# block 1

**config.mk**
```make
export PLATFORM = sky130hd
export DESIGN_NAME = mul_issue_queue
export DESIGN_NICKNAME = d
export VERILOG_FILES = /design/src/rtl/alu_pkg.sv /design/src/rtl/op_fifo.sv /design/src/rtl/mul_issue_queue.sv
export SDC_FILE = /design/constraint.sdc
export NUM_CORES = 1
export LEC_CHECK = 0
export ABC_AREA = 1
export CAP_MARGIN = 20
export CELL_PAD_IN_SITES_DETAIL_PLACEMENT = 0
export CELL_PAD_IN_SITES_GLOBAL_PLACEMENT = 1
export CORE_MARGIN = 2
export CORE_UTILIZATION = 40
export DETAILED_ROUTE_END_ITERATION = 12
export PLACE_DENSITY = 0.83
export SLEW_MARGIN = 5
export SYNTH_ARGS = -nofsm -noshare
export SYNTH_HDL_FRONTEND = slang
export SYNTH_SLANG_ARGS = --single-unit
```
**constraint.sdc**
```tcl
create_clock -name clock -period 13.3 [get_ports clock]
set_input_delay 2.66 -clock clock [delete_from_list [all_inputs] [get_ports clock]]
set_output_delay 2.66 -clock clock [all_outputs]
set_load 0.1 [all_outputs]
```
**src/rtl/alu_pkg.sv**
```systemverilog
// Shared state encoding, opcode values and datapath widths for the
// multiplier issue queue.
package alu_pkg;

    typedef enum logic [2:0] {
        IDLE   = 3'd0,
        START  = 3'd1,
        CLEAR  = 3'd2,
        BUSY   = 3'd3,
        SETTLE = 3'd4,
        RESP   = 3'd5
    } state_t;

    localparam logic OP_MUL = 1'b0;
    localparam logic OP_DIV = 1'b1;

    localparam int OPERA1_W = 32;
    localparam int OPERA2_W = 64;
    localparam int RESULT_W = 64;

endpackage

```
**src/rtl/op_fifo.sv**
```systemverilog
// Small synchronous request FIFO with full/empty flags; DEPTH must be a
// power of two so the pointers wrap naturally.
module op_fifo #(
    parameter int DEPTH = 4,
    parameter int WIDTH = 99
) (
    input  logic             clock,
    input  logic             reset,
    input  logic             push,
    input  logic [WIDTH-1:0] push_data,
    input  logic             pop,
    output logic [WIDTH-1:0] head,
    output logic             full,
    output logic             empty
);

    localparam int PTR_W = $clog2(DEPTH);
    localparam logic [PTR_W:0] FULL_CNT = (PTR_W + 1)'(DEPTH);

    logic [WIDTH-1:0] mem [DEPTH];
    logic [PTR_W-1:0] wr_ptr;
    logic [PTR_W-1:0] rd_ptr;
    logic [PTR_W:0]   count;
    logic             do_push;
    logic             do_pop;

    assign full    = (count == FULL_CNT);
    assign empty   = (count == '0);
    assign do_push = push && !full;
    assign do_pop  = pop && !empty;
    assign head    = mem[rd_ptr];

    // Storage is not reset; only the pointers and count define validity.
    always_ff @(posedge clock) begin
        if (do_push) begin
            mem[wr_ptr] <= push_data;
        end
    end

    always_ff @(posedge clock or negedge reset) begin
        if (!reset) begin
            wr_ptr <= '0;
            rd_ptr <= '0;
            count  <= '0;
        end else begin
            if (do_push) begin
                wr_ptr <= wr_ptr + 1'b1;
            end
            if (do_pop) begin
                rd_ptr <= rd_ptr + 1'b1;
            end
            case ({do_push, do_pop})
                2'b10:   count <= count + 1'b1;
                2'b01:   count <= count - 1'b1;
                default: count <= count;
            endcase
        end
    end

endmodule

```
**src/rtl/mul_issue_queue.sv**
```systemverilog
// Sequencer in front of the shift-add multiplier: queues requests, drives
// start/operands with legal timing and returns a tagged result or error.
module mul_issue_queue
    import alu_pkg::*;
#(
    parameter int DEPTH   = 4,
    parameter int TAG_W   = 2,
    parameter int TIMEOUT = 48
) (
    input  logic                clock,
    input  logic                reset,
    input  logic                req_valid,
    output logic                req_ready,
    input  logic [OPERA1_W-1:0] req_opera1,
    input  logic [OPERA2_W-1:0] req_opera2,
    input  logic                req_muordi,
    input  logic [TAG_W-1:0]    req_tag,
    output logic [OPERA1_W-1:0] mul_opera1,
    output logic [OPERA2_W-1:0] mul_opera2,
    output logic                mul_muordi,
    output logic                mul_start,
    output logic                mul_abort,
    input  logic [RESULT_W-1:0] mul_result,
    input  logic                mul_valid,
    output logic                rsp_valid,
    input  logic                rsp_ready,
    output logic [RESULT_W-1:0] rsp_result,
    output logic [TAG_W-1:0]    rsp_tag,
    output logic                rsp_err,
    output logic [2:0]          dbg_state
);

    localparam int ENTRY_W = 1 + OPERA1_W + OPERA2_W + TAG_W;
    localparam int CNT_W   = $clog2(TIMEOUT + 1);
    localparam logic [CNT_W-1:0] TIMEOUT_C = CNT_W'(TIMEOUT);

    state_t state;
    state_t state_next;

    logic [ENTRY_W-1:0]  push_entry;
    logic [ENTRY_W-1:0]  head_entry;
    logic                fifo_full;
    logic                fifo_empty;
    logic                fifo_push;
    logic                fifo_pop;

    logic                head_muordi;
    logic [OPERA1_W-1:0] head_opera1;
    logic [OPERA2_W-1:0] head_opera2;
    logic [TAG_W-1:0]    head_tag;

    logic [OPERA1_W-1:0] opera1_q;
    logic [OPERA2_W-1:0] opera2_q;
    logic [TAG_W-1:0]    tag_q;
    logic [RESULT_W-1:0] result_q;
    logic                err_q;
    logic [CNT_W-1:0]    cnt;
    logic [CNT_W-1:0]    cnt_inc;
    logic                timeout_hit;

    // Both request and response sides transfer exactly on a clock edge where
    // valid and ready are high together; valid never depends on ready.
    assign fifo_push  = req_valid && req_ready;
    assign req_ready  = !fifo_full;
    assign push_entry = {req_muordi, req_opera1, req_opera2, req_tag};

    assign head_muordi = head_entry[ENTRY_W-1];
    assign head_opera1 = head_entry[ENTRY_W-2 -: OPERA1_W];
    assign head_opera2 = head_entry[TAG_W +: OPERA2_W];
    assign head_tag    = head_entry[TAG_W-1:0];

    op_fifo #(
        .DEPTH (DEPTH),
        .WIDTH (ENTRY_W)
    ) u_fifo (
        .clock     (clock),
        .reset     (reset),
        .push      (fifo_push),
        .push_data (push_entry),
        .pop       (fifo_pop),
        .head      (head_entry),
        .full      (fifo_full),
        .empty     (fifo_empty)
    );

    assign cnt_inc = cnt + 1'b1;

    always_ff @(posedge clock or negedge reset) begin
        if (!reset) begin
            state <= IDLE;
        end else begin
            state <= state_next;
        end
    end

    always_comb begin
        state_next  = state;
        fifo_pop    = 1'b0;
        timeout_hit = 1'b0;
        case (state)
            IDLE: begin
                if (!fifo_empty) begin
                    fifo_pop   = 1'b1;
                    state_next = (head_muordi == OP_DIV) ? RESP : START;
                end
            end
            START: begin
                state_next = CLEAR;
            end
            CLEAR: begin
                // The previous operation's valid is still visible for a while.
                if (!mul_valid) begin
                    state_next = BUSY;
                end else if (cnt_inc == TIMEOUT_C) begin
                    timeout_hit = 1'b1;
                    state_next  = RESP;
                end
            end
            BUSY: begin
                if (mul_valid) begin
                    state_next = SETTLE;
                end else if (cnt_inc == TIMEOUT_C) begin
                    timeout_hit = 1'b1;
                    state_next  = RESP;
                end
            end
            SETTLE: begin
                state_next = RESP;
            end
            RESP: begin
                if (rsp_ready) begin
                    state_next = IDLE;
                end
            end
            default: begin
                state_next = IDLE;
            end
        endcase
    end

    always_ff @(posedge clock or negedge reset) begin
        if (!reset) begin
            opera1_q <= '0;
            opera2_q <= '0;
            tag_q    <= '0;
            result_q <= '0;
            err_q    <= 1'b0;
            cnt      <= '0;
        end else begin
            if (state == START) begin
                cnt <= '0;
            end else if (state == CLEAR || state == BUSY) begin
                cnt <= cnt_inc;
            end

            if (fifo_pop) begin
                opera1_q <= head_opera1;
                opera2_q <= head_opera2;
                tag_q    <= head_tag;
                if (head_muordi == OP_DIV) begin
                    result_q <= '0;
                    err_q    <= 1'b1;
                end
            end

            // Result is only final one cycle after valid rises.
            if (state == SETTLE) begin
                result_q <= mul_result;
                err_q    <= 1'b0;
            end

            if (timeout_hit) begin
                result_q <= '0;
                err_q    <= 1'b1;
            end
        end
    end

    assign mul_opera1 = opera1_q;
    assign mul_opera2 = opera2_q;
    assign mul_muordi = OP_MUL;
    assign mul_start  = (state == START);
    assign mul_abort  = timeout_hit;

    assign rsp_valid  = (state == RESP);
    assign rsp_result = result_q;
    assign rsp_tag    = tag_q;
    assign rsp_err    = err_q;

    assign dbg_state  = state;

endmodule

```
==> out/results.ini <==
[yosys]
fp_nets=1966
ys_async_sr_fraction_pct=31.1
synth_area_leader_cell=edfxtp_1
syn_inst=1791
yosys_area_um2=21900
common_cells=nor2_1, edfxtp_1, o21ai_0
postSynthSeqShare_pct=74.9

[clock_network]
numCtsBuffers=58
cts.htree.levels=2
cts_tree=done

[global_route]
use_met2_pct=31.4
grt_use_met3_pct=4.39
gr-total-overflow=0
antenna_found_initial=5

[floorplan]
pin_count=339
core_um2=53900

[finish]
fill_cells=4542
layout_top_cells=nor2_1, edfxtp_1, clkdlybuf4s50_1
antenna_cells=1
final_common_cell=nor2_1
combGateArea_um2=4890
largest_class=registers
final_core_util_pct=51.5

[final_timing]
skew_ns=0.0108
fmax_mhz=128
hold_viol=0
whs_ns=0.502
fin_crit_ns=7.81
tightest_slew_ns=1.11

[worst_hold_path]
worstHoldStart=u_fifo.count[0]$_DFFE_PN0P_

[drt]
antenna_left=0
dr.pass1.iters=5
wl_met1_mm=22.5
highest_layer=met5

[critical_path]
start_kind=input port
cpMaxStageDelayCell=clkdlybuf4s50_1
r2r_setup_slack_ns=9.82

[outcome]
outcome=complete, no violations

## through the flow
step                      setup slack (ns)  instances
final                                 5.49       2849
after global routing                  5.37       2849
after CTS                             5.50       2846
after detailed placement              5.50       2736
after global placement                5.44       2735
after floorplan                       5.70       1791
## cells by family after synthesis
group,share of synthesized area (%)
other,0.0172
buffers and inverters,2.87
xor gates and xnor gates,0.160
AOI/OAI and AO/OA,7.78
DFF,74.9
and+or+nand+nor,13.8
adders and majority gates,0.435
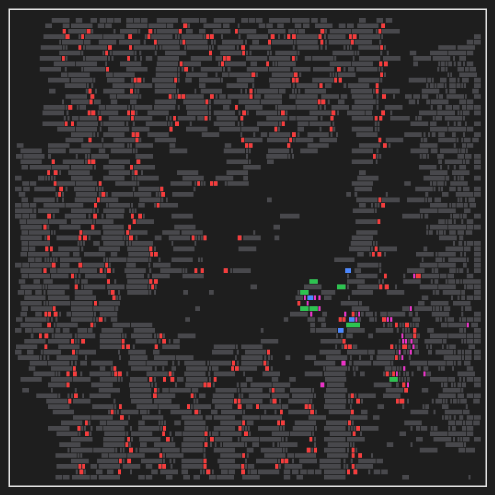
Fig. 1. Gate-type map (block 1).
Scale: 2 px per um.
- inverters: magenta (cells 28; most used inv_1)
- XOR/XNOR gates: blue (cells 4)
- adder and majority cells: green (cells 7; most used ha_1)
- inverting AOI/OAI gates: red (cells 313; most used o21ai_0; where all over the die)


# block 2

### config.mk
export PLATFORM = sky130hd
export DESIGN_NAME = fft_bitrev_buf_flat
export DESIGN_NICKNAME = d
export VERILOG_FILES = /design/src/rtl/fft_bitrev_buf_if.sv /design/src/rtl/fft_bitrev_buf.sv /design/src/flat_wrapper.sv
export SDC_FILE = /design/constraint.sdc
export NUM_CORES = 2
export LEC_CHECK = 0
export CELL_PAD_IN_SITES_DETAIL_PLACEMENT = 0
export CELL_PAD_IN_SITES_GLOBAL_PLACEMENT = 1
export CORE_ASPECT_RATIO = 0.6
export CORE_MARGIN = 10
export CORE_UTILIZATION = 35
export CTS_CLUSTER_DIAMETER = 80
export DETAILED_ROUTE_END_ITERATION = 10
export DONT_BUFFER_PORTS = 1
export PLACE_DENSITY_LB_ADDON = 0.05
export SLEW_MARGIN = 40
export SYNTH_ARGS = -nofsm -noshare
export SYNTH_HDL_FRONTEND = slang
export SYNTH_SLANG_ARGS = --single-unit
### constraint.sdc
create_clock -name clk -period 4.8 [get_ports clk]
set_clock_uncertainty 0.1 [all_clocks]
set_input_delay 0.96 -clock clk [delete_from_list [all_inputs] [get_ports clk]]
set_output_delay 0.96 -clock clk [all_outputs]
set_load 0.01 [all_outputs]
### src/rtl/fft_bitrev_buf_if.sv
// rtl/fft_bitrev_buf_if.sv - sample-in / butterfly-pair-out handshake bundle
interface fft_bitrev_buf_if #(
  parameter int FFT_DATA_WD = 10
);
  logic signed [FFT_DATA_WD-1:0] fft_in_re;
  logic signed [FFT_DATA_WD-1:0] fft_in_im;
  logic                          fft_in_valid;
  logic                          fft_in_ready;
  logic signed [FFT_DATA_WD-1:0] fft_dout_1_re;
  logic signed [FFT_DATA_WD-1:0] fft_dout_1_im;
  logic signed [FFT_DATA_WD-1:0] fft_dout_2_re;
  logic signed [FFT_DATA_WD-1:0] fft_dout_2_im;
  logic                          fft_out_valid;
  logic                          fft_out_ready;
  logic                          fft_out_first;
  logic                          fft_out_last;

  // Buffer side: consumes samples, produces operand pairs.
  modport slave (
    input  fft_in_re, fft_in_im, fft_in_valid, fft_out_ready,
    output fft_in_ready, fft_dout_1_re, fft_dout_1_im, fft_dout_2_re, fft_dout_2_im,
           fft_out_valid, fft_out_first, fft_out_last
  );

  // Surrounding logic: supplies samples, consumes operand pairs.
  modport master (
    output fft_in_re, fft_in_im, fft_in_valid, fft_out_ready,
    input  fft_in_ready, fft_dout_1_re, fft_dout_1_im, fft_dout_2_re, fft_dout_2_im,
           fft_out_valid, fft_out_first, fft_out_last
  );
endinterface

### src/rtl/fft_bitrev_buf.sv
// rtl/fft_bitrev_buf.sv - ping-pong 64-point bit-reversal buffer feeding radix-2 stage 1
module fft_bitrev_buf #(
  parameter int FFT_DATA_WD = 10,
  parameter int FFT_PTS     = 64
) (
  input  logic           clk,
  input  logic           rst,
  fft_bitrev_buf_if.slave bus
);

  localparam int AW = 6;

  typedef enum logic [1:0] {S_IDLE, S_RUN, S_HOLD} state_t;

  logic signed [FFT_DATA_WD-1:0] mem_re_q [2][FFT_PTS];
  logic signed [FFT_DATA_WD-1:0] mem_im_q [2][FFT_PTS];

  logic          wr_bank_q, wr_bank_d;
  logic [AW-1:0] wr_addr_q, wr_addr_d;
  logic [1:0]    full_q, full_d;
  logic          rd_bank_q, rd_bank_d;
  logic [4:0]    rd_k_q, rd_k_d;
  state_t        state_q, state_d;

  logic signed [FFT_DATA_WD-1:0] d1_re_q, d1_re_d, d1_im_q, d1_im_d;
  logic signed [FFT_DATA_WD-1:0] d2_re_q, d2_re_d, d2_im_q, d2_im_d;
  logic first_q, first_d, last_q, last_d;

  logic          in_accept, wr_done, consume, frame_end, avail, load;
  logic          next_bank;
  logic [4:0]    next_k;
  logic [AW-1:0] addr_1, addr_2;

  function automatic logic [AW-1:0] bitrev6(input logic [AW-1:0] a);
    logic [AW-1:0] r;
    for (int i = 0; i < AW; i++) r[i] = a[AW-1-i];
    return r;
  endfunction

  assign bus.fft_in_ready  = ~(full_q[0] & full_q[1]);
  assign bus.fft_out_valid = (state_q != S_IDLE);
  assign bus.fft_dout_1_re = d1_re_q;
  assign bus.fft_dout_1_im = d1_im_q;
  assign bus.fft_dout_2_re = d2_re_q;
  assign bus.fft_dout_2_im = d2_im_q;
  assign bus.fft_out_first = first_q;
  assign bus.fft_out_last  = last_q;

  // Write side plus read-side sequencing: bank bookkeeping, pair selection, state.
  always_comb begin
    in_accept = bus.fft_in_valid & bus.fft_in_ready;
    wr_done   = in_accept && (wr_addr_q == AW'(FFT_PTS - 1));
    wr_addr_d = in_accept ? wr_addr_q + 6'd1 : wr_addr_q;
    wr_bank_d = wr_done ? ~wr_bank_q : wr_bank_q;

    consume   = (state_q != S_IDLE) && bus.fft_out_ready;
    frame_end = consume && (rd_k_q == 5'd31);
    next_bank = frame_end ? ~rd_bank_q : rd_bank_q;
    // A bank finishing its last write this cycle counts as ready: pair 0 only
    // needs addresses 0 and 32, which are already stored.
    avail     = full_q[next_bank] | (wr_done && (wr_bank_q == next_bank));
    load      = ((state_q == S_IDLE) && avail) || (consume && !frame_end) || (frame_end && avail);
    next_k    = ((state_q == S_IDLE) || frame_end) ? 5'd0 : rd_k_q + 5'd1;
    addr_1    = bitrev6({next_k, 1'b0});
    addr_2    = bitrev6({next_k, 1'b1});

    full_d = full_q;
    if (frame_end) full_d[rd_bank_q] = 1'b0;
    if (wr_done)   full_d[wr_bank_q] = 1'b1;
    rd_bank_d = next_bank;

    rd_k_d  = rd_k_q;
    d1_re_d = d1_re_q;
    d1_im_d = d1_im_q;
    d2_re_d = d2_re_q;
    d2_im_d = d2_im_q;
    first_d = first_q;
    last_d  = last_q;
    if (load) begin
      rd_k_d  = next_k;
      d1_re_d = mem_re_q[next_bank][addr_1];
      d1_im_d = mem_im_q[next_bank][addr_1];
      d2_re_d = mem_re_q[next_bank][addr_2];
      d2_im_d = mem_im_q[next_bank][addr_2];
      first_d = (next_k == 5'd0);
      last_d  = (next_k == 5'd31);
    end else if (frame_end) begin
      first_d = 1'b0;
      last_d  = 1'b0;
    end

    state_d = state_q;
    case (state_q)
      S_IDLE: if (avail) state_d = S_RUN;
      S_RUN, S_HOLD: begin
        if (!bus.fft_out_ready)     state_d = S_HOLD;
        else if (frame_end && !avail) state_d = S_IDLE;
        else                        state_d = S_RUN;
      end
      default: state_d = S_IDLE;
    endcase
  end

  // Control and output registers; reset drops every frame in flight.
  always_ff @(posedge clk) begin
    if (rst) begin
      wr_bank_q <= 1'b0;
      wr_addr_q <= '0;
      full_q    <= '0;
      rd_bank_q <= 1'b0;
      rd_k_q    <= '0;
      state_q   <= S_IDLE;
      d1_re_q   <= '0;
      d1_im_q   <= '0;
      d2_re_q   <= '0;
      d2_im_q   <= '0;
      first_q   <= 1'b0;
      last_q    <= 1'b0;
    end else begin
      wr_bank_q <= wr_bank_d;
      wr_addr_q <= wr_addr_d;
      full_q    <= full_d;
      rd_bank_q <= rd_bank_d;
      rd_k_q    <= rd_k_d;
      state_q   <= state_d;
      d1_re_q   <= d1_re_d;
      d1_im_q   <= d1_im_d;
      d2_re_q   <= d2_re_d;
      d2_im_q   <= d2_im_d;
      first_q   <= first_d;
      last_q    <= last_d;
    end
  end

  // Sample storage; contents are left as-is on reset since the full flags gate use.
  always_ff @(posedge clk) begin
    if (!rst && in_accept) begin
      mem_re_q[wr_bank_q][wr_addr_q] <= bus.fft_in_re;
      mem_im_q[wr_bank_q][wr_addr_q] <= bus.fft_in_im;
    end
  end

endmodule

### src/flat_wrapper.sv
// flat-port wrapper written by rule: the top's interface ports become plain ports
module fft_bitrev_buf_flat 
#(
  parameter int FFT_DATA_WD = 10,
  parameter int FFT_PTS     = 64
)
  (clk, rst, bus_fft_in_re, bus_fft_in_im, bus_fft_in_valid, bus_fft_out_ready, bus_fft_in_ready, bus_fft_dout_1_re, bus_fft_dout_1_im, bus_fft_dout_2_re, bus_fft_dout_2_im, bus_fft_out_valid, bus_fft_out_first, bus_fft_out_last);
  fft_bitrev_buf_if #(.FFT_DATA_WD(FFT_DATA_WD)) bus_i ();
  input  logic clk;
  input  logic rst;
  input wire logic [$bits(bus_i.fft_in_re)-1:0] bus_fft_in_re;
  input wire logic [$bits(bus_i.fft_in_im)-1:0] bus_fft_in_im;
  input wire logic [$bits(bus_i.fft_in_valid)-1:0] bus_fft_in_valid;
  input wire logic [$bits(bus_i.fft_out_ready)-1:0] bus_fft_out_ready;
  output wire logic [$bits(bus_i.fft_in_ready)-1:0] bus_fft_in_ready;
  output wire logic [$bits(bus_i.fft_dout_1_re)-1:0] bus_fft_dout_1_re;
  output wire logic [$bits(bus_i.fft_dout_1_im)-1:0] bus_fft_dout_1_im;
  output wire logic [$bits(bus_i.fft_dout_2_re)-1:0] bus_fft_dout_2_re;
  output wire logic [$bits(bus_i.fft_dout_2_im)-1:0] bus_fft_dout_2_im;
  output wire logic [$bits(bus_i.fft_out_valid)-1:0] bus_fft_out_valid;
  output wire logic [$bits(bus_i.fft_out_first)-1:0] bus_fft_out_first;
  output wire logic [$bits(bus_i.fft_out_last)-1:0] bus_fft_out_last;
  assign bus_i.fft_in_re = bus_fft_in_re;
  assign bus_i.fft_in_im = bus_fft_in_im;
  assign bus_i.fft_in_valid = bus_fft_in_valid;
  assign bus_i.fft_out_ready = bus_fft_out_ready;
  assign bus_fft_in_ready = bus_i.fft_in_ready;
  assign bus_fft_dout_1_re = bus_i.fft_dout_1_re;
  assign bus_fft_dout_1_im = bus_i.fft_dout_1_im;
  assign bus_fft_dout_2_re = bus_i.fft_dout_2_re;
  assign bus_fft_dout_2_im = bus_i.fft_dout_2_im;
  assign bus_fft_out_valid = bus_i.fft_out_valid;
  assign bus_fft_out_first = bus_i.fft_out_first;
  assign bus_fft_out_last = bus_i.fft_out_last;
  fft_bitrev_buf #(.FFT_DATA_WD(FFT_DATA_WD), .FFT_PTS(FFT_PTS)) u_core (.clk(clk), .rst(rst), .bus(bus_i));
endmodule
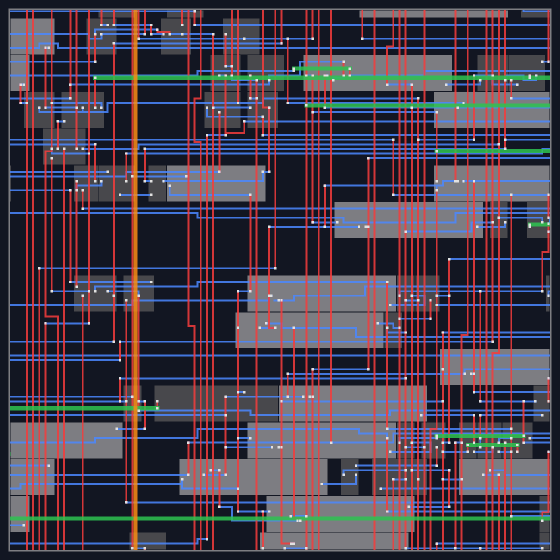
Fig. 2. A small window of the routed layout (block 2).
Region (338, 287) to (378, 327) um. Cells in gray, sequential cells in the stronger gray; small squares are vias.
- met3: green
- met4: orange
- met1: blue
- met2: red
- cells with their middle in the window: 46
- most frequent: edfxtp_1 (13), nand2_1 (8)
- sequential cells in the window: 14
- netlist names of flops here include: u_core.mem_re_q (10), u_core.mem_im_q (3)

==> out/results.ini <==
[outcome]
outcome=complete, no violations

[placement]
place_area_um2=109000
io_buffers=0

[finish]
clk_share_pct=6.88
antenna_cells=21
signal_buffers=449
comb_share_pct=19.0
drive_above_1_share_pct=14.5
final_core_util_pct=40.6
combGateArea_um2=22400

[final_timing]
fmax_mhz=214
slew_violations=0
whs_ns=0.0684

[floorplan]
initCoreUtil_pct=35.2
chip_area_um2=314000

[clock_network]
postCtsHoldBufs=1
clk_latency_ns=0.89
post_cts_buffers=0

[critical_path]
r2r_setup_slack_ns=0.13
path_max_fanout=20
required_ns=5.42

[run]
warning_count=128
cap_viol_max_count=0

[pwr]
combinationalPower_w=0.0000866
power_density_nw_per_um2=387

[worst_hold_path]
min_to=u_core.bus.fft_dout_1_re[7]$_SDFFE_PP0P_

[drt]
routed_via_density=5.56
antenna_left=0

[yosys]
yosys_warnings=0

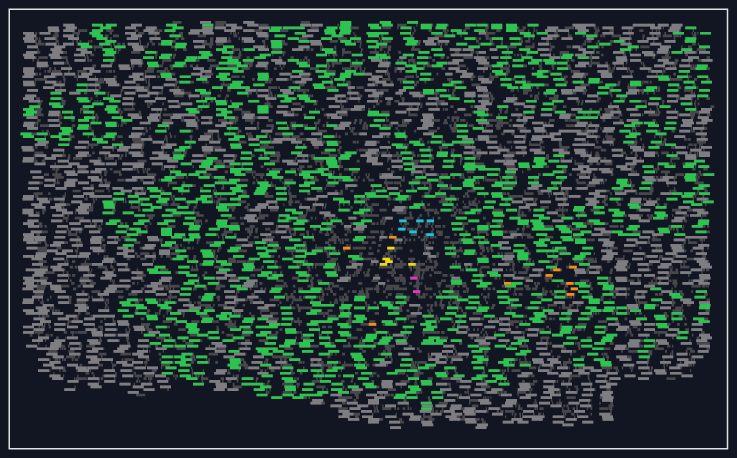
Fig. 3. Where the registers sit (block 2).
Scale: 1 px per um. Other sequential cells in the stronger gray, the rest of the logic in the fainter gray.
- u_core.mem_im_q: green (sequential cells 1,280; where all over the die)
- u_core.state_q: magenta (sequential cells 2)
- u_core.bus.fft_dout_2_re: orange (sequential cells 10; where east)
- u_core.wr_addr_q: cyan (sequential cells 6; where center)
- u_core.rd_k_q: yellow (sequential cells 5; where center)

-- sequential cells by signal, indices dropped and copies added (netlist names), 2 cells and up --
register                  cells
u_core.state_q                2
u_core.bus.fft_dout_2_re     10
u_core.bus.fft_dout_1_re     10
u_core.mem_re_q            1280
u_core.rd_k_q                 5
u_core.bus.fft_dout_1_im     10
u_core.full_q                 2
u_core.mem_im_q            1280
u_core.bus.fft_dout_2_im     10
u_core.wr_addr_q              6
-- cell families after synthesis --
group | synth area share [%]
simple gates | 11.4
flops | 76.6
compound gates | 5.00
buf+inv | 2.03
mux | 4.88
xor+xnor | 0.112
fa+ha+maj | 0.0614

# block 3

[config.mk]
export PLATFORM = sky130hd
export DESIGN_NAME = temporal_encoder_flat
export DESIGN_NICKNAME = d
export VERILOG_FILES = /design/src/rtl/temporal_encoder_if.sv /design/src/rtl/temporal_encoder.sv /design/src/flat_wrapper.sv
export SDC_FILE = /design/constraint.sdc
export NUM_CORES = 1
export LEC_CHECK = 0
export ABC_AREA = 1
export ABC_CLOCK_PERIOD_IN_PS = 2000
export CAP_MARGIN = 20
export CORE_ASPECT_RATIO = 1.25
export CORE_UTILIZATION = 65
export CTS_CLUSTER_DIAMETER = 30
export DETAILED_ROUTE_END_ITERATION = 8
export DONT_BUFFER_PORTS = 1
export PLACE_DENSITY = 0.81
export SYNTH_ARGS = -nofsm -noshare
export SYNTH_HDL_FRONTEND = slang
export SYNTH_SLANG_ARGS = --single-unit
[constraint.sdc]
create_clock -name aclk -period 2 [get_ports aclk]
set_input_delay 0.5 -clock aclk [delete_from_list [all_inputs] [get_ports aclk]]
set_output_delay 0.5 -clock aclk [all_outputs]
set_load 0.01 [all_outputs]
[src/rtl/temporal_encoder_if.sv]
// Load/start handshake and temporal event bus between the binary datapath
// and the race-logic encoder.
interface temporal_encoder_if #(
  parameter int NUM_CH = 2,
  parameter int W      = 3
);
  logic                  in_valid;
  logic                  in_ready;
  logic [NUM_CH*W-1:0]   in_val;
  logic [1:0]            in_mode;
  logic                  start;
  logic [NUM_CH-1:0]     spk;
  logic                  busy;
  logic                  done;

  modport master (
    output in_valid, in_val, in_mode, start,
    input  in_ready, spk, busy, done
  );

  modport slave (
    input  in_valid, in_val, in_mode, start,
    output in_ready, spk, busy, done
  );
endinterface

[src/rtl/temporal_encoder.sv]
// Binary-to-temporal encoder: each channel fires its edge or pulse a number
// of cycles after start equal to its loaded value; all-ones means never.
module temporal_encoder #(
  parameter int NUM_CH  = 2,
  parameter int W       = 3,
  parameter int PULSE_W = 2
) (
  input  logic                 aclk,
  input  logic                 grst,
  temporal_encoder_if.slave    bus
);

  typedef enum logic [1:0] {
    IDLE  = 2'd0,
    ARMED = 2'd1,
    RUN   = 2'd2,
    DONE  = 2'd3
  } state_t;

  localparam logic [W-1:0] ZERO      = {W{1'b0}};
  localparam logic [W-1:0] ONE       = W'(1);
  localparam logic [W-1:0] NEVER     = {W{1'b1}};
  localparam logic [W-1:0] T_LAST    = W'((2 ** W) - 2);
  localparam logic [W-1:0] PULSE_CNT = W'(PULSE_W);

  state_t                state_r;
  state_t                state_nxt_s;
  logic [W-1:0]          t_r;
  logic [1:0]            mode_r;
  logic [NUM_CH*W-1:0]   val_r;
  logic [NUM_CH-1:0]     spk_r;
  logic [W-1:0]          pcnt_r [NUM_CH];
  logic                  idle_lvl_s;
  logic                  new_idle_lvl_s;

  assign idle_lvl_s     = (mode_r == 2'd1);
  assign new_idle_lvl_s = (bus.in_mode == 2'd1);

  // State register
  always_ff @(posedge aclk or negedge grst) begin
    if (!grst) begin
      state_r <= IDLE;
    end else begin
      state_r <= state_nxt_s;
    end
  end

  // Next-state decode
  always_comb begin
    state_nxt_s = state_r;
    case (state_r)
      IDLE: begin
        if (bus.in_valid) state_nxt_s = ARMED;
        else              state_nxt_s = IDLE;
      end
      ARMED: begin
        if (bus.start) state_nxt_s = RUN;
        else           state_nxt_s = ARMED;
      end
      RUN: begin
        if (t_r == T_LAST) state_nxt_s = DONE;
        else               state_nxt_s = RUN;
      end
      DONE:    state_nxt_s = IDLE;
      default: state_nxt_s = IDLE;
    endcase
  end

  // Window counter, captured operands and per-channel event generation
  always_ff @(posedge aclk or negedge grst) begin
    if (!grst) begin
      t_r    <= ZERO;
      mode_r <= 2'd0;
      val_r  <= {(NUM_CH*W){1'b0}};
      spk_r  <= {NUM_CH{1'b0}};
      for (int i = 0; i < NUM_CH; i++) pcnt_r[i] <= ZERO;
    end else begin
      case (state_r)
        IDLE: begin
          if (bus.in_valid) begin
            val_r  <= bus.in_val;
            // Reserved mode 3 collapses to rising edge.
            mode_r <= (bus.in_mode == 2'd3) ? 2'd0 : bus.in_mode;
            spk_r  <= {NUM_CH{new_idle_lvl_s}};
            for (int i = 0; i < NUM_CH; i++) pcnt_r[i] <= ZERO;
          end
        end
        ARMED: begin
          t_r <= ZERO;
        end
        RUN: begin
          t_r <= t_r + ONE;
          for (int i = 0; i < NUM_CH; i++) begin
            if ((val_r[i*W +: W] == t_r) && (val_r[i*W +: W] != NEVER)) begin
              spk_r[i]  <= ~idle_lvl_s;
              pcnt_r[i] <= (mode_r == 2'd2) ? PULSE_CNT : ZERO;
            end else if (pcnt_r[i] != ZERO) begin
              // Pulse countdown; the last count restores the idle level.
              pcnt_r[i] <= pcnt_r[i] - ONE;
              if (pcnt_r[i] == ONE) spk_r[i] <= idle_lvl_s;
            end
          end
        end
        DONE: begin
          t_r   <= ZERO;
          spk_r <= {NUM_CH{idle_lvl_s}};
          for (int i = 0; i < NUM_CH; i++) pcnt_r[i] <= ZERO;
        end
        default: begin
          t_r <= ZERO;
        end
      endcase
    end
  end

  assign bus.spk      = spk_r;
  assign bus.in_ready = (state_r == IDLE);
  assign bus.busy     = (state_r != IDLE);
  assign bus.done     = (state_r == DONE);

endmodule

[src/flat_wrapper.sv]
// flat-port wrapper written by rule: the top's interface ports become plain ports
module temporal_encoder_flat 
#(
  parameter int NUM_CH  = 2,
  parameter int W       = 3,
  parameter int PULSE_W = 2
)
  (aclk, grst, bus_in_valid, bus_in_val, bus_in_mode, bus_start, bus_in_ready, bus_spk, bus_busy, bus_done);
  temporal_encoder_if #(.NUM_CH(NUM_CH), .W(W)) bus_i ();
  input  logic aclk;
  input  logic grst;
  input wire logic [$bits(bus_i.in_valid)-1:0] bus_in_valid;
  input wire logic [$bits(bus_i.in_val)-1:0] bus_in_val;
  input wire logic [$bits(bus_i.in_mode)-1:0] bus_in_mode;
  input wire logic [$bits(bus_i.start)-1:0] bus_start;
  output wire logic [$bits(bus_i.in_ready)-1:0] bus_in_ready;
  output wire logic [$bits(bus_i.spk)-1:0] bus_spk;
  output wire logic [$bits(bus_i.busy)-1:0] bus_busy;
  output wire logic [$bits(bus_i.done)-1:0] bus_done;
  assign bus_i.in_valid = bus_in_valid;
  assign bus_i.in_val = bus_in_val;
  assign bus_i.in_mode = bus_in_mode;
  assign bus_i.start = bus_start;
  assign bus_in_ready = bus_i.in_ready;
  assign bus_spk = bus_i.spk;
  assign bus_busy = bus_i.busy;
  assign bus_done = bus_i.done;
  temporal_encoder #(.NUM_CH(NUM_CH), .W(W), .PULSE_W(PULSE_W)) u_core (.aclk(aclk), .grst(grst), .bus(bus_i));
endmodule
==> out/results.ini <==
[critical_path]
cp_top_family=flip-flops
r2r_setup_slack_ns=0.50
start_kind=flop

[pwr]
power.switching_w=0.00109

[yosys]
top_cell=nand2_1
edf_count=0
ys_sh_simple_pct=30.8
fp_nets=189
logic_family=simple AND/OR/NAND/NOR gates
ys_async_sr_fraction_pct=100
ys_sh_adder_pct=7.46
synthAoiAreaFrac_pct=14.1

[final_timing]
whs_ns=0.306

[floorplan]
initCoreUtil_pct=68.5
core_um2=1960

[drt]
dr.pass1.iters=4
antenna_left=0
num_vias=1048

[finish]
drive_above_1_share_pct=16.3
antenna_cells=0
clk_share_pct=1.98
comb_share_pct=51.2

[outcome]
outcome=complete, no violations

[global_route]
antenna_found_initial=0

==> sequential cells by signal (all words and copies together), names as in the netlist, named ones only <==
name	count
u_core.t_r	3
u_core.mode_r	2
u_core.state_r	1
u_core.pcnt_r	6
u_core.bus.spk	2
u_core.val_r	6
==> worst register-to-register path: cells and delay by family (launching register included) <==
family,cells,cell delay (ns)
simple gates,2,0.53
flops,1,0.51
buf+inv,2,0.23
compound gates,1,0.12
==> per-layer routing <==
layer  global-route usage [%]  wire length [um]  share of wire, %
met5                        0                 0                 0
met4                     7.81                14              0.59
met3                     2.07                44               1.9
met2                     42.7              1260                53
met1                     27.4              1050                44
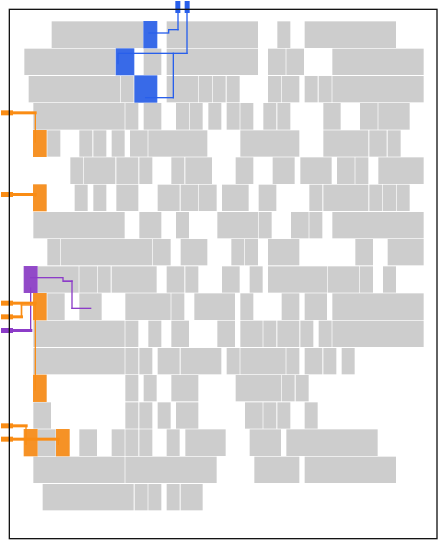
Fig. 4. Wires at chosen ports, followed through buffers (block 3).
Scale: 10 px per um.
- bus_in_val: orange (bits 6; direction input; edge west; end cells 6; buffers 0; wire 29.1 um)
- bus_busy: purple (bits 1; direction output; edge west; end cells 1; buffers 0; wire 14.9 um)
- bus_in_mode: blue (bits 2; direction input; edge north; end cells 3; buffers 0; wire 24.1 um)

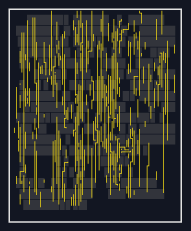
Fig. 5. Metal 2 (block 3).
Scale: 4 px per um.
- longest straight run: 34.7 um
- share of all routed wire: 53%
- nets with wire on the layer: 152


# block 4

Fig. 6: block 4, gate-type map
Scale: 4 px per um.
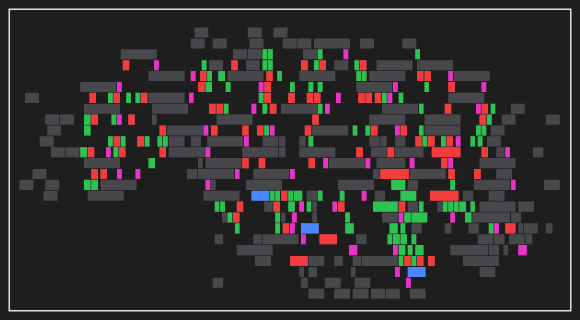
Fig. 7: block 4, where the registers sit
Scale: 4 px per um. Other cells in gray.
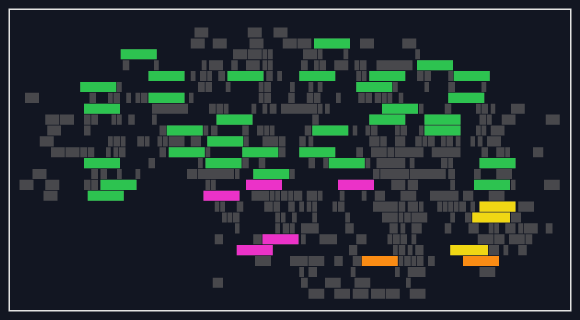
<file path="config.mk">
export PLATFORM = sky130hd
export DESIGN_NAME = regfile_dump_reader_flat
export DESIGN_NICKNAME = d
export VERILOG_FILES = /design/src/rtl/regfile_dump_reader_if.sv /design/src/rtl/regfile_dump_reader.sv /design/src/flat_wrapper.sv
export SDC_FILE = /design/constraint.sdc
export NUM_CORES = 1
export LEC_CHECK = 0
export ABC_AREA = 1
export CORE_AREA = 2 2 138 73
export CTS_CLUSTER_SIZE = 24
export DETAILED_ROUTE_END_ITERATION = 7
export DIE_AREA = 0 0 140 75
export GPL_TIMING_DRIVEN = 0
export PLACE_DENSITY = 0.48
export SETUP_SLACK_MARGIN = 0.1
export SLEW_MARGIN = 20
export SYNTH_ARGS = -nofsm -noshare
export SYNTH_HDL_FRONTEND = slang
export SYNTH_SLANG_ARGS = --single-unit
</file>
<file path="constraint.sdc">
create_clock -name clk -period 2.1 [get_ports clk]
set_input_delay 0.63 -clock clk [delete_from_list [all_inputs] [get_ports clk]]
set_output_delay 0.63 -clock clk [all_outputs]
set_load 0.05 [all_outputs]
</file>
<file path="src/rtl/regfile_dump_reader_if.sv">
// Byte-stream valid/ready channel carrying the serialised register dump.
interface regfile_dump_reader_if;
  logic [7:0] tx_data;
  logic       tx_valid;
  logic       tx_ready;

  modport master (output tx_data, output tx_valid, input tx_ready);
  modport slave  (input tx_data, input tx_valid, output tx_ready);
endinterface

</file>
<file path="src/rtl/regfile_dump_reader.sv">
// Walks registers FIRST_REG..LAST_REG through a read port, snapshots each word and
// streams it as {index, data[31:24], [23:16], [15:8], [7:0]} over a valid/ready byte channel.
module regfile_dump_reader #(
  parameter int unsigned FIRST_REG = 0,
  parameter int unsigned LAST_REG  = 31
) (
  input  logic                         clk,
  input  logic                         reset,
  input  logic                         start,
  input  logic                         abort,
  output logic [4:0]                   rf_addr,
  input  logic [31:0]                  rf_data,
  regfile_dump_reader_if.master        tx,
  output logic                         busy,
  output logic                         done
);

  typedef enum logic [2:0] {
    S_IDLE,
    S_LOAD,
    S_SEND_IDX,
    S_SEND_DATA,
    S_DONE
  } state_e;

  localparam logic [4:0] FIRST_IDX = 5'(FIRST_REG);
  localparam logic [4:0] LAST_IDX  = 5'(LAST_REG);

  state_e      state_q, state_d;
  logic [4:0]  idx_q, idx_d;
  logic [1:0]  bcnt_q, bcnt_d;
  logic [31:0] shreg_q, shreg_d;

  logic       tx_valid_w;
  logic [7:0] tx_data_w;
  logic       xfer;

  assign tx.tx_valid = tx_valid_w;
  assign tx.tx_data  = tx_data_w;
  assign xfer        = tx_valid_w && tx.tx_ready;

  always_ff @(posedge clk or negedge reset) begin
    if (!reset) begin
      state_q <= S_IDLE;
      idx_q   <= FIRST_IDX;
      bcnt_q  <= '0;
      shreg_q <= '0;
    end else begin
      state_q <= state_d;
      idx_q   <= idx_d;
      bcnt_q  <= bcnt_d;
      shreg_q <= shreg_d;
    end
  end

  // Outputs decode from state only, so tx_valid never sees tx_ready combinationally.
  always_comb begin
    tx_valid_w = 1'b0;
    tx_data_w  = '0;
    busy       = 1'b0;
    done       = 1'b0;
    rf_addr    = idx_q;
    case (state_q)
      S_IDLE:      rf_addr = FIRST_IDX;
      S_LOAD:      busy = 1'b1;
      S_SEND_IDX: begin
        busy       = 1'b1;
        tx_valid_w = 1'b1;
        tx_data_w  = {3'b000, idx_q};
      end
      S_SEND_DATA: begin
        busy       = 1'b1;
        tx_valid_w = 1'b1;
        tx_data_w  = shreg_q[31:24];
      end
      S_DONE:      done = 1'b1;
      default:     ;
    endcase
  end

  always_comb begin
    state_d = state_q;
    idx_d   = idx_q;
    bcnt_d  = bcnt_q;
    shreg_d = shreg_q;
    case (state_q)
      S_IDLE: begin
        if (start) begin
          idx_d   = FIRST_IDX;
          state_d = S_LOAD;
        end
      end
      S_LOAD: begin
        shreg_d = rf_data;
        state_d = S_SEND_IDX;
      end
      S_SEND_IDX: begin
        if (xfer) begin
          bcnt_d  = '0;
          state_d = S_SEND_DATA;
        end
      end
      S_SEND_DATA: begin
        if (xfer) begin
          shreg_d = {shreg_q[23:0], 8'h00};
          bcnt_d  = bcnt_q + 2'd1;
          if (bcnt_q == 2'd3) begin
            if (idx_q == LAST_IDX) begin
              state_d = S_DONE;
            end else begin
              idx_d   = idx_q + 5'd1;
              state_d = S_LOAD;
            end
          end
        end
      end
      S_DONE:  state_d = S_IDLE;
      default: state_d = S_IDLE;
    endcase
    // Abort cancels any busy state and also masks a simultaneous start in IDLE.
    if (abort && (state_q != S_DONE)) begin
      state_d = S_IDLE;
    end
  end

endmodule

</file>
<file path="src/flat_wrapper.sv">
// flat-port wrapper written by rule: the top's interface ports become plain ports
module regfile_dump_reader_flat 
#(
  parameter int unsigned FIRST_REG = 0,
  parameter int unsigned LAST_REG  = 31
)
  (clk, reset, start, abort, rf_addr, rf_data, busy, done, tx_tx_data, tx_tx_valid, tx_tx_ready);
  regfile_dump_reader_if tx_i ();
  input  logic clk;
  input  logic reset;
  input  logic start;
  input  logic abort;
  output logic [4:0] rf_addr;
  input  logic [31:0] rf_data;
  output logic busy;
  output logic done;
  output wire logic [$bits(tx_i.tx_data)-1:0] tx_tx_data;
  output wire logic [$bits(tx_i.tx_valid)-1:0] tx_tx_valid;
  input wire logic [$bits(tx_i.tx_ready)-1:0] tx_tx_ready;
  assign tx_tx_data = tx_i.tx_data;
  assign tx_tx_valid = tx_i.tx_valid;
  assign tx_i.tx_ready = tx_tx_ready;
  regfile_dump_reader #(.FIRST_REG(FIRST_REG), .LAST_REG(LAST_REG)) u_core (.clk(clk), .reset(reset), .start(start), .abort(abort), .rf_addr(rf_addr), .rf_data(rf_data), .tx(tx_i), .busy(busy), .done(done));
endmodule
</file>
==> out/results.ini <==
[outcome]
outcome=finished with violations
violations=design-rule violations

[clock_network]
clk_latency_ns=0.29
numCtsBuffers=5
clock_path_buffers=2
cts_tree=done
postCtsHoldBufs=0
cts-root-buf=clkbuf_16

[yosys]
synth_top_flop_cell=dfrtp_1
yosys_warnings=0
ys_cells=298
synthMuxAreaShare_pct=0
synthAoiAreaFrac_pct=16.6
syn_avg_cell_area_um2=7.56
synth_area_leader_cell=dfrtp_1
ys_ff=42

[placement]
dp_hpwl_mm=5.11
place_area_um2=2980

[finish]
final_core_util_pct=35.4
antenna_cells=0
fill_cells=970
regArea_um2=1050

[critical_path]
crit_buf_inv=2
required_ns=1.47
path_max_fanout=6
cp_data_arrival_time_ns=1.39

[pwr]
top_power_group=combinational cells
power_switching_share_pct=41.8
clkPwrFrac_pct=19.0
power_density_nw_per_um2=1200

[drt]
antenna_left=0
wire_per_inst_um=13.9
routed_via_density=4.39
drc_errors=1

[final_timing]
relSlewSlack_pct=73.2
tightest_slew_ns=0.403

[global_route]
antenna_found_initial=0

[floorplan]
die_h_um=75
chip_area_um2=10500
core_um2=9230

[worst_hold_path]
holdCritPathClass=input port to asynchronous set/reset pin

Notes on Fig. 6 above:
- inverting AOI/OAI gates: red (cells 73; most used o21ai_0)
- NAND gates: green (cells 97; most used nand2_1)
- inverters: magenta (cells 47; most used inv_1)
- adder and majority cells: blue (cells 3; most used ha_1)

Notes on Fig. 7 above:
- u_core.idx_q: magenta (sequential cells 5)
- u_core.state_q: yellow (sequential cells 3)
- u_core.bcnt_q: orange (sequential cells 2)
- u_core.shreg_q: green (sequential cells 32)

flip-flops by register name (all words and copies together), names as in the netlist:
name,count
u_core.bcnt_q,2
u_core.idx_q,5
u_core.shreg_q,32
u_core.state_q,3
layer usage:
| metal | global-route usage (%) | vias to the layer above | part of all wire, % |
|---|---|---|---|
| met5 | 0 | - | 0 |
| met4 | 2.69 | 0 | 0.35 |
| met3 | 3.88 | 3 | 4.9 |
| met2 | 18.8 | 47 | 39 |
| met1 | 22.4 | 1015 | 56 |
| li1 | - | 1084 | - |

# block 5

**config.mk**
```make
export PLATFORM = sky130hd
export DESIGN_NAME = airbag_squib_driver
export DESIGN_NICKNAME = d
export VERILOG_FILES = /design/src/rtl/airbag_squib_driver.sv
export SDC_FILE = /design/constraint.sdc
export NUM_CORES = 1
export LEC_CHECK = 0
export CORE_AREA = 2 2 39 41
export DETAILED_ROUTE_END_ITERATION = 8
export DIE_AREA = 0 0 41 43
export PLACE_DENSITY = 0.75
export SYNTH_ARGS = -nofsm -noshare
export SYNTH_HDL_FRONTEND = slang
export SYNTH_SLANG_ARGS = --single-unit
```
**constraint.sdc**
```tcl
create_clock -name clk -period 2.6 [get_ports clk]
set_input_delay 0.26 -clock clk [delete_from_list [all_inputs] [get_ports clk]]
set_output_delay 0.26 -clock clk [all_outputs]
set_load 0.05 [all_outputs]
```
**src/rtl/airbag_squib_driver.sv**
```systemverilog
// Qualifies the airbag deploy command and drives one fixed-width squib firing pulse, then latches deployed.
// Optional squib continuity monitoring is enabled by defining AIRBAG_CONTINUITY_EN.
module airbag_squib_driver #(
    parameter int ARM_DELAY      = 8,
    parameter int CONFIRM_CYCLES = 4,
    parameter int FIRE_CYCLES    = 16
) (
    input  logic       clk,
    input  logic       rst_n,
    input  logic       airbag_req,
    input  logic       arm_en,
`ifdef AIRBAG_CONTINUITY_EN
    input  logic       squib_ok,
`endif
    output logic       squib_fire,
    output logic       deployed,
    output logic       fault,
    output logic [2:0] state
);

    localparam int MAX_AC  = (ARM_DELAY > CONFIRM_CYCLES) ? ARM_DELAY : CONFIRM_CYCLES;
    localparam int MAX_ALL = (MAX_AC > FIRE_CYCLES) ? MAX_AC : FIRE_CYCLES;
    localparam int CW      = $clog2(MAX_ALL + 1);

    localparam logic [CW-1:0] ARM_LAST  = CW'(ARM_DELAY - 1);
    localparam logic [CW-1:0] CONF_LAST = CW'(CONFIRM_CYCLES);
    localparam logic [CW-1:0] FIRE_LAST = CW'(FIRE_CYCLES - 1);
    localparam logic [CW-1:0] CNT_ONE   = CW'(1);
    localparam bit            CONF_ONE  = (CONFIRM_CYCLES == 1);

    typedef enum logic [2:0] {
        S_INIT    = 3'd0,
        S_ARMED   = 3'd1,
        S_CONFIRM = 3'd2,
        S_FIRE    = 3'd3,
        S_DONE    = 3'd4,
        S_FAULT   = 3'd5
    } state_t;

    state_t        state_q, state_d;
    logic [CW-1:0] cnt_q, cnt_d, cnt_inc;
    logic          qualify;
    logic          cont_bad;

    assign qualify = airbag_req & arm_en;
    assign cnt_inc = (cnt_q == {CW{1'b1}}) ? cnt_q : cnt_q + CNT_ONE;

`ifdef AIRBAG_CONTINUITY_EN
    assign cont_bad = ~squib_ok;
`else
    assign cont_bad = 1'b0;
`endif

    always_comb begin
        state_d = state_q;
        cnt_d   = cnt_q;
        case (state_q)
            S_INIT: begin
                cnt_d = cnt_inc;
                if (cnt_q == ARM_LAST) begin
                    state_d = S_ARMED;
                    cnt_d   = '0;
                end
            end
            S_ARMED: begin
                if (cont_bad) begin
                    state_d = S_FAULT;
                end else if (qualify) begin
                    if (CONF_ONE) begin
                        state_d = S_FIRE;
                        cnt_d   = '0;
                    end else begin
                        state_d = S_CONFIRM;
                        cnt_d   = CNT_ONE;
                    end
                end
            end
            S_CONFIRM: begin
                // Continuity loss beats a same-edge confirm; any gap in the request restarts qualification.
                if (cont_bad) begin
                    state_d = S_FAULT;
                end else if (!qualify) begin
                    state_d = S_ARMED;
                    cnt_d   = '0;
                end else if (cnt_inc == CONF_LAST) begin
                    state_d = S_FIRE;
                    cnt_d   = '0;
                end else begin
                    cnt_d = cnt_inc;
                end
            end
            S_FIRE: begin
                cnt_d = cnt_inc;
                if (cnt_q == FIRE_LAST) begin
                    state_d = S_DONE;
                end
            end
            S_DONE, S_FAULT: begin
                state_d = state_q;
            end
            default: begin
                state_d = S_INIT;
                cnt_d   = '0;
            end
        endcase
    end

    always_ff @(posedge clk or negedge rst_n) begin
        if (!rst_n) begin
            state_q    <= S_INIT;
            cnt_q      <= '0;
            squib_fire <= 1'b0;
            deployed   <= 1'b0;
        end else begin
            state_q    <= state_d;
            cnt_q      <= cnt_d;
            squib_fire <= (state_d == S_FIRE);
            deployed   <= (state_d == S_DONE);
        end
    end

`ifdef AIRBAG_CONTINUITY_EN
    always_ff @(posedge clk or negedge rst_n) begin
        if (!rst_n) begin
            fault <= 1'b0;
        end else begin
            fault <= (state_d == S_FAULT);
        end
    end
`else
    assign fault = 1'b0;
`endif

    assign state = state_q;

endmodule

```
==> out/results.ini <==
[pwr]
p_comb_share_pct=49.5
internal_power_w=0.000470
power_switching_share_pct=44.1
p_seq_share_pct=34.1

[finish]
logic_gates=57
largest_class=multi-input combinational cells
instances_no_fill=97
regArea_um2=250
seq_share_pct=33.0
numSequentialCells=10
inverters=2

[drt]
drt_first_iter_violations=11
antenna_left=0

[final_timing]
fin_crit_ns=1.99
finalSetupViolCount=0
rsz0062_at_grt=false
fmax_mhz=503

[global_route]
gr-total-overflow=0
grt_pass1_vias=525
grt_use_met3_pct=6.28
antenna_found_initial=0

[critical_path]
crit_buf_inv=1

[outcome]
outcome=complete, no violations

[floorplan]
chip_area_um2=1760

[yosys]
yosys_warnings=0
synthMuxAreaShare_pct=0

power by group through the flow:
stage / registers (W) / clock network, W / logic, W
2_1_floorplan: 0.000304 / 0 / 0.000305
3_3_place_gp: 0.000283 / 0 / 0.000408
3_5_place_dp: 0.000285 / 0 / 0.000414
4_1_cts: 0.000284 / 0.000142 / 0.000416
5_1_grt: 0.000297 / 0.000153 / 0.000458
6_report: 0.000287 / 0.000138 / 0.000416
flip-flops by register name, indices dropped and copies added, names as in the netlist:
name / count
deployed: 1
state: 3
cnt_q: 5
squib_fire: 1
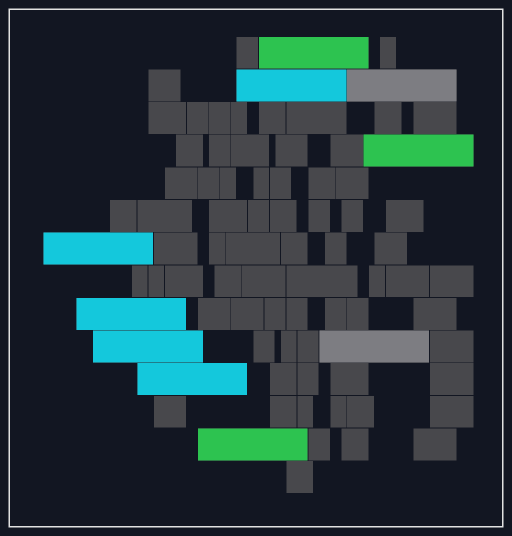
Fig. 8. Where the registers sit (block 5).
Scale: 12 px per um. Other sequential cells in the stronger gray, the rest of the logic in the fainter gray.
- state: green (sequential cells 3)
- cnt_q: cyan (sequential cells 5)
- not colored: 2

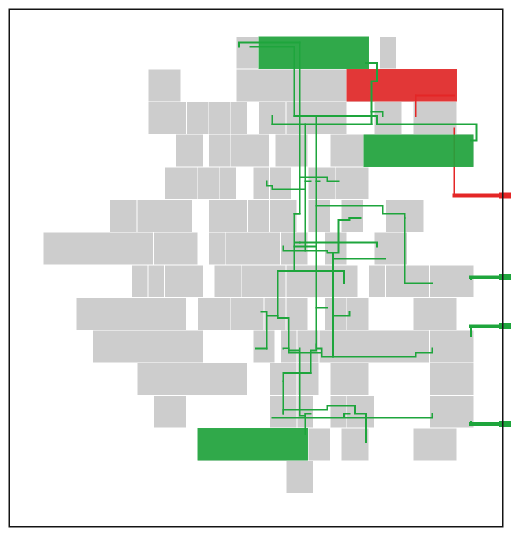
Fig. 9. Wires at chosen ports, followed through buffers (block 5).
Scale: 12 px per um.
- squib_fire: red (bits 1; direction output; edge east; end cells 1; buffers 1; wire 14.1 um)
- state: green (bits 3; direction output; edge east; end cells 3; buffers 3; wire 243 um)



## Gallery

Metal 2.
(a)
Scale: 2 px per um.
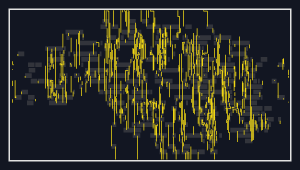
(b)
Scale: 6 px per um.
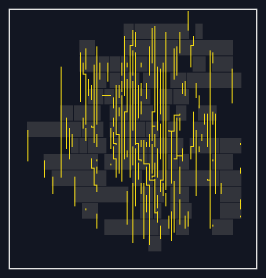
(c)
Scale: 1 px per um.
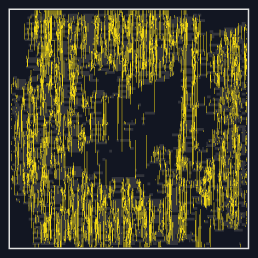
(d)
Scale: 1 px per um.
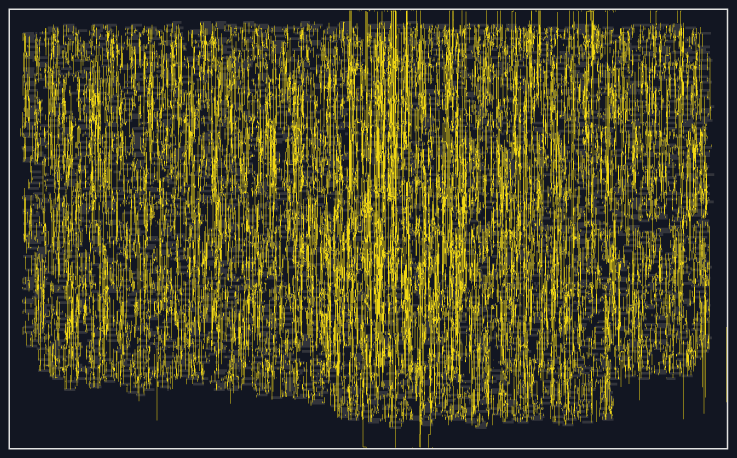
- block 2 = (d)
- block 1 = (c)
- block 5 = (b)
- block 4 = (a)
- smallest die: (b)
- largest die: (d)

Key to (a):
- longest straight run: 40.1 um
- main direction: vertical
- wire length on this layer: 2,620 um
- nets with wire on the layer: 320
- share of all routed wire: 39%

Power is estimated from default activity; no workload was simulated.
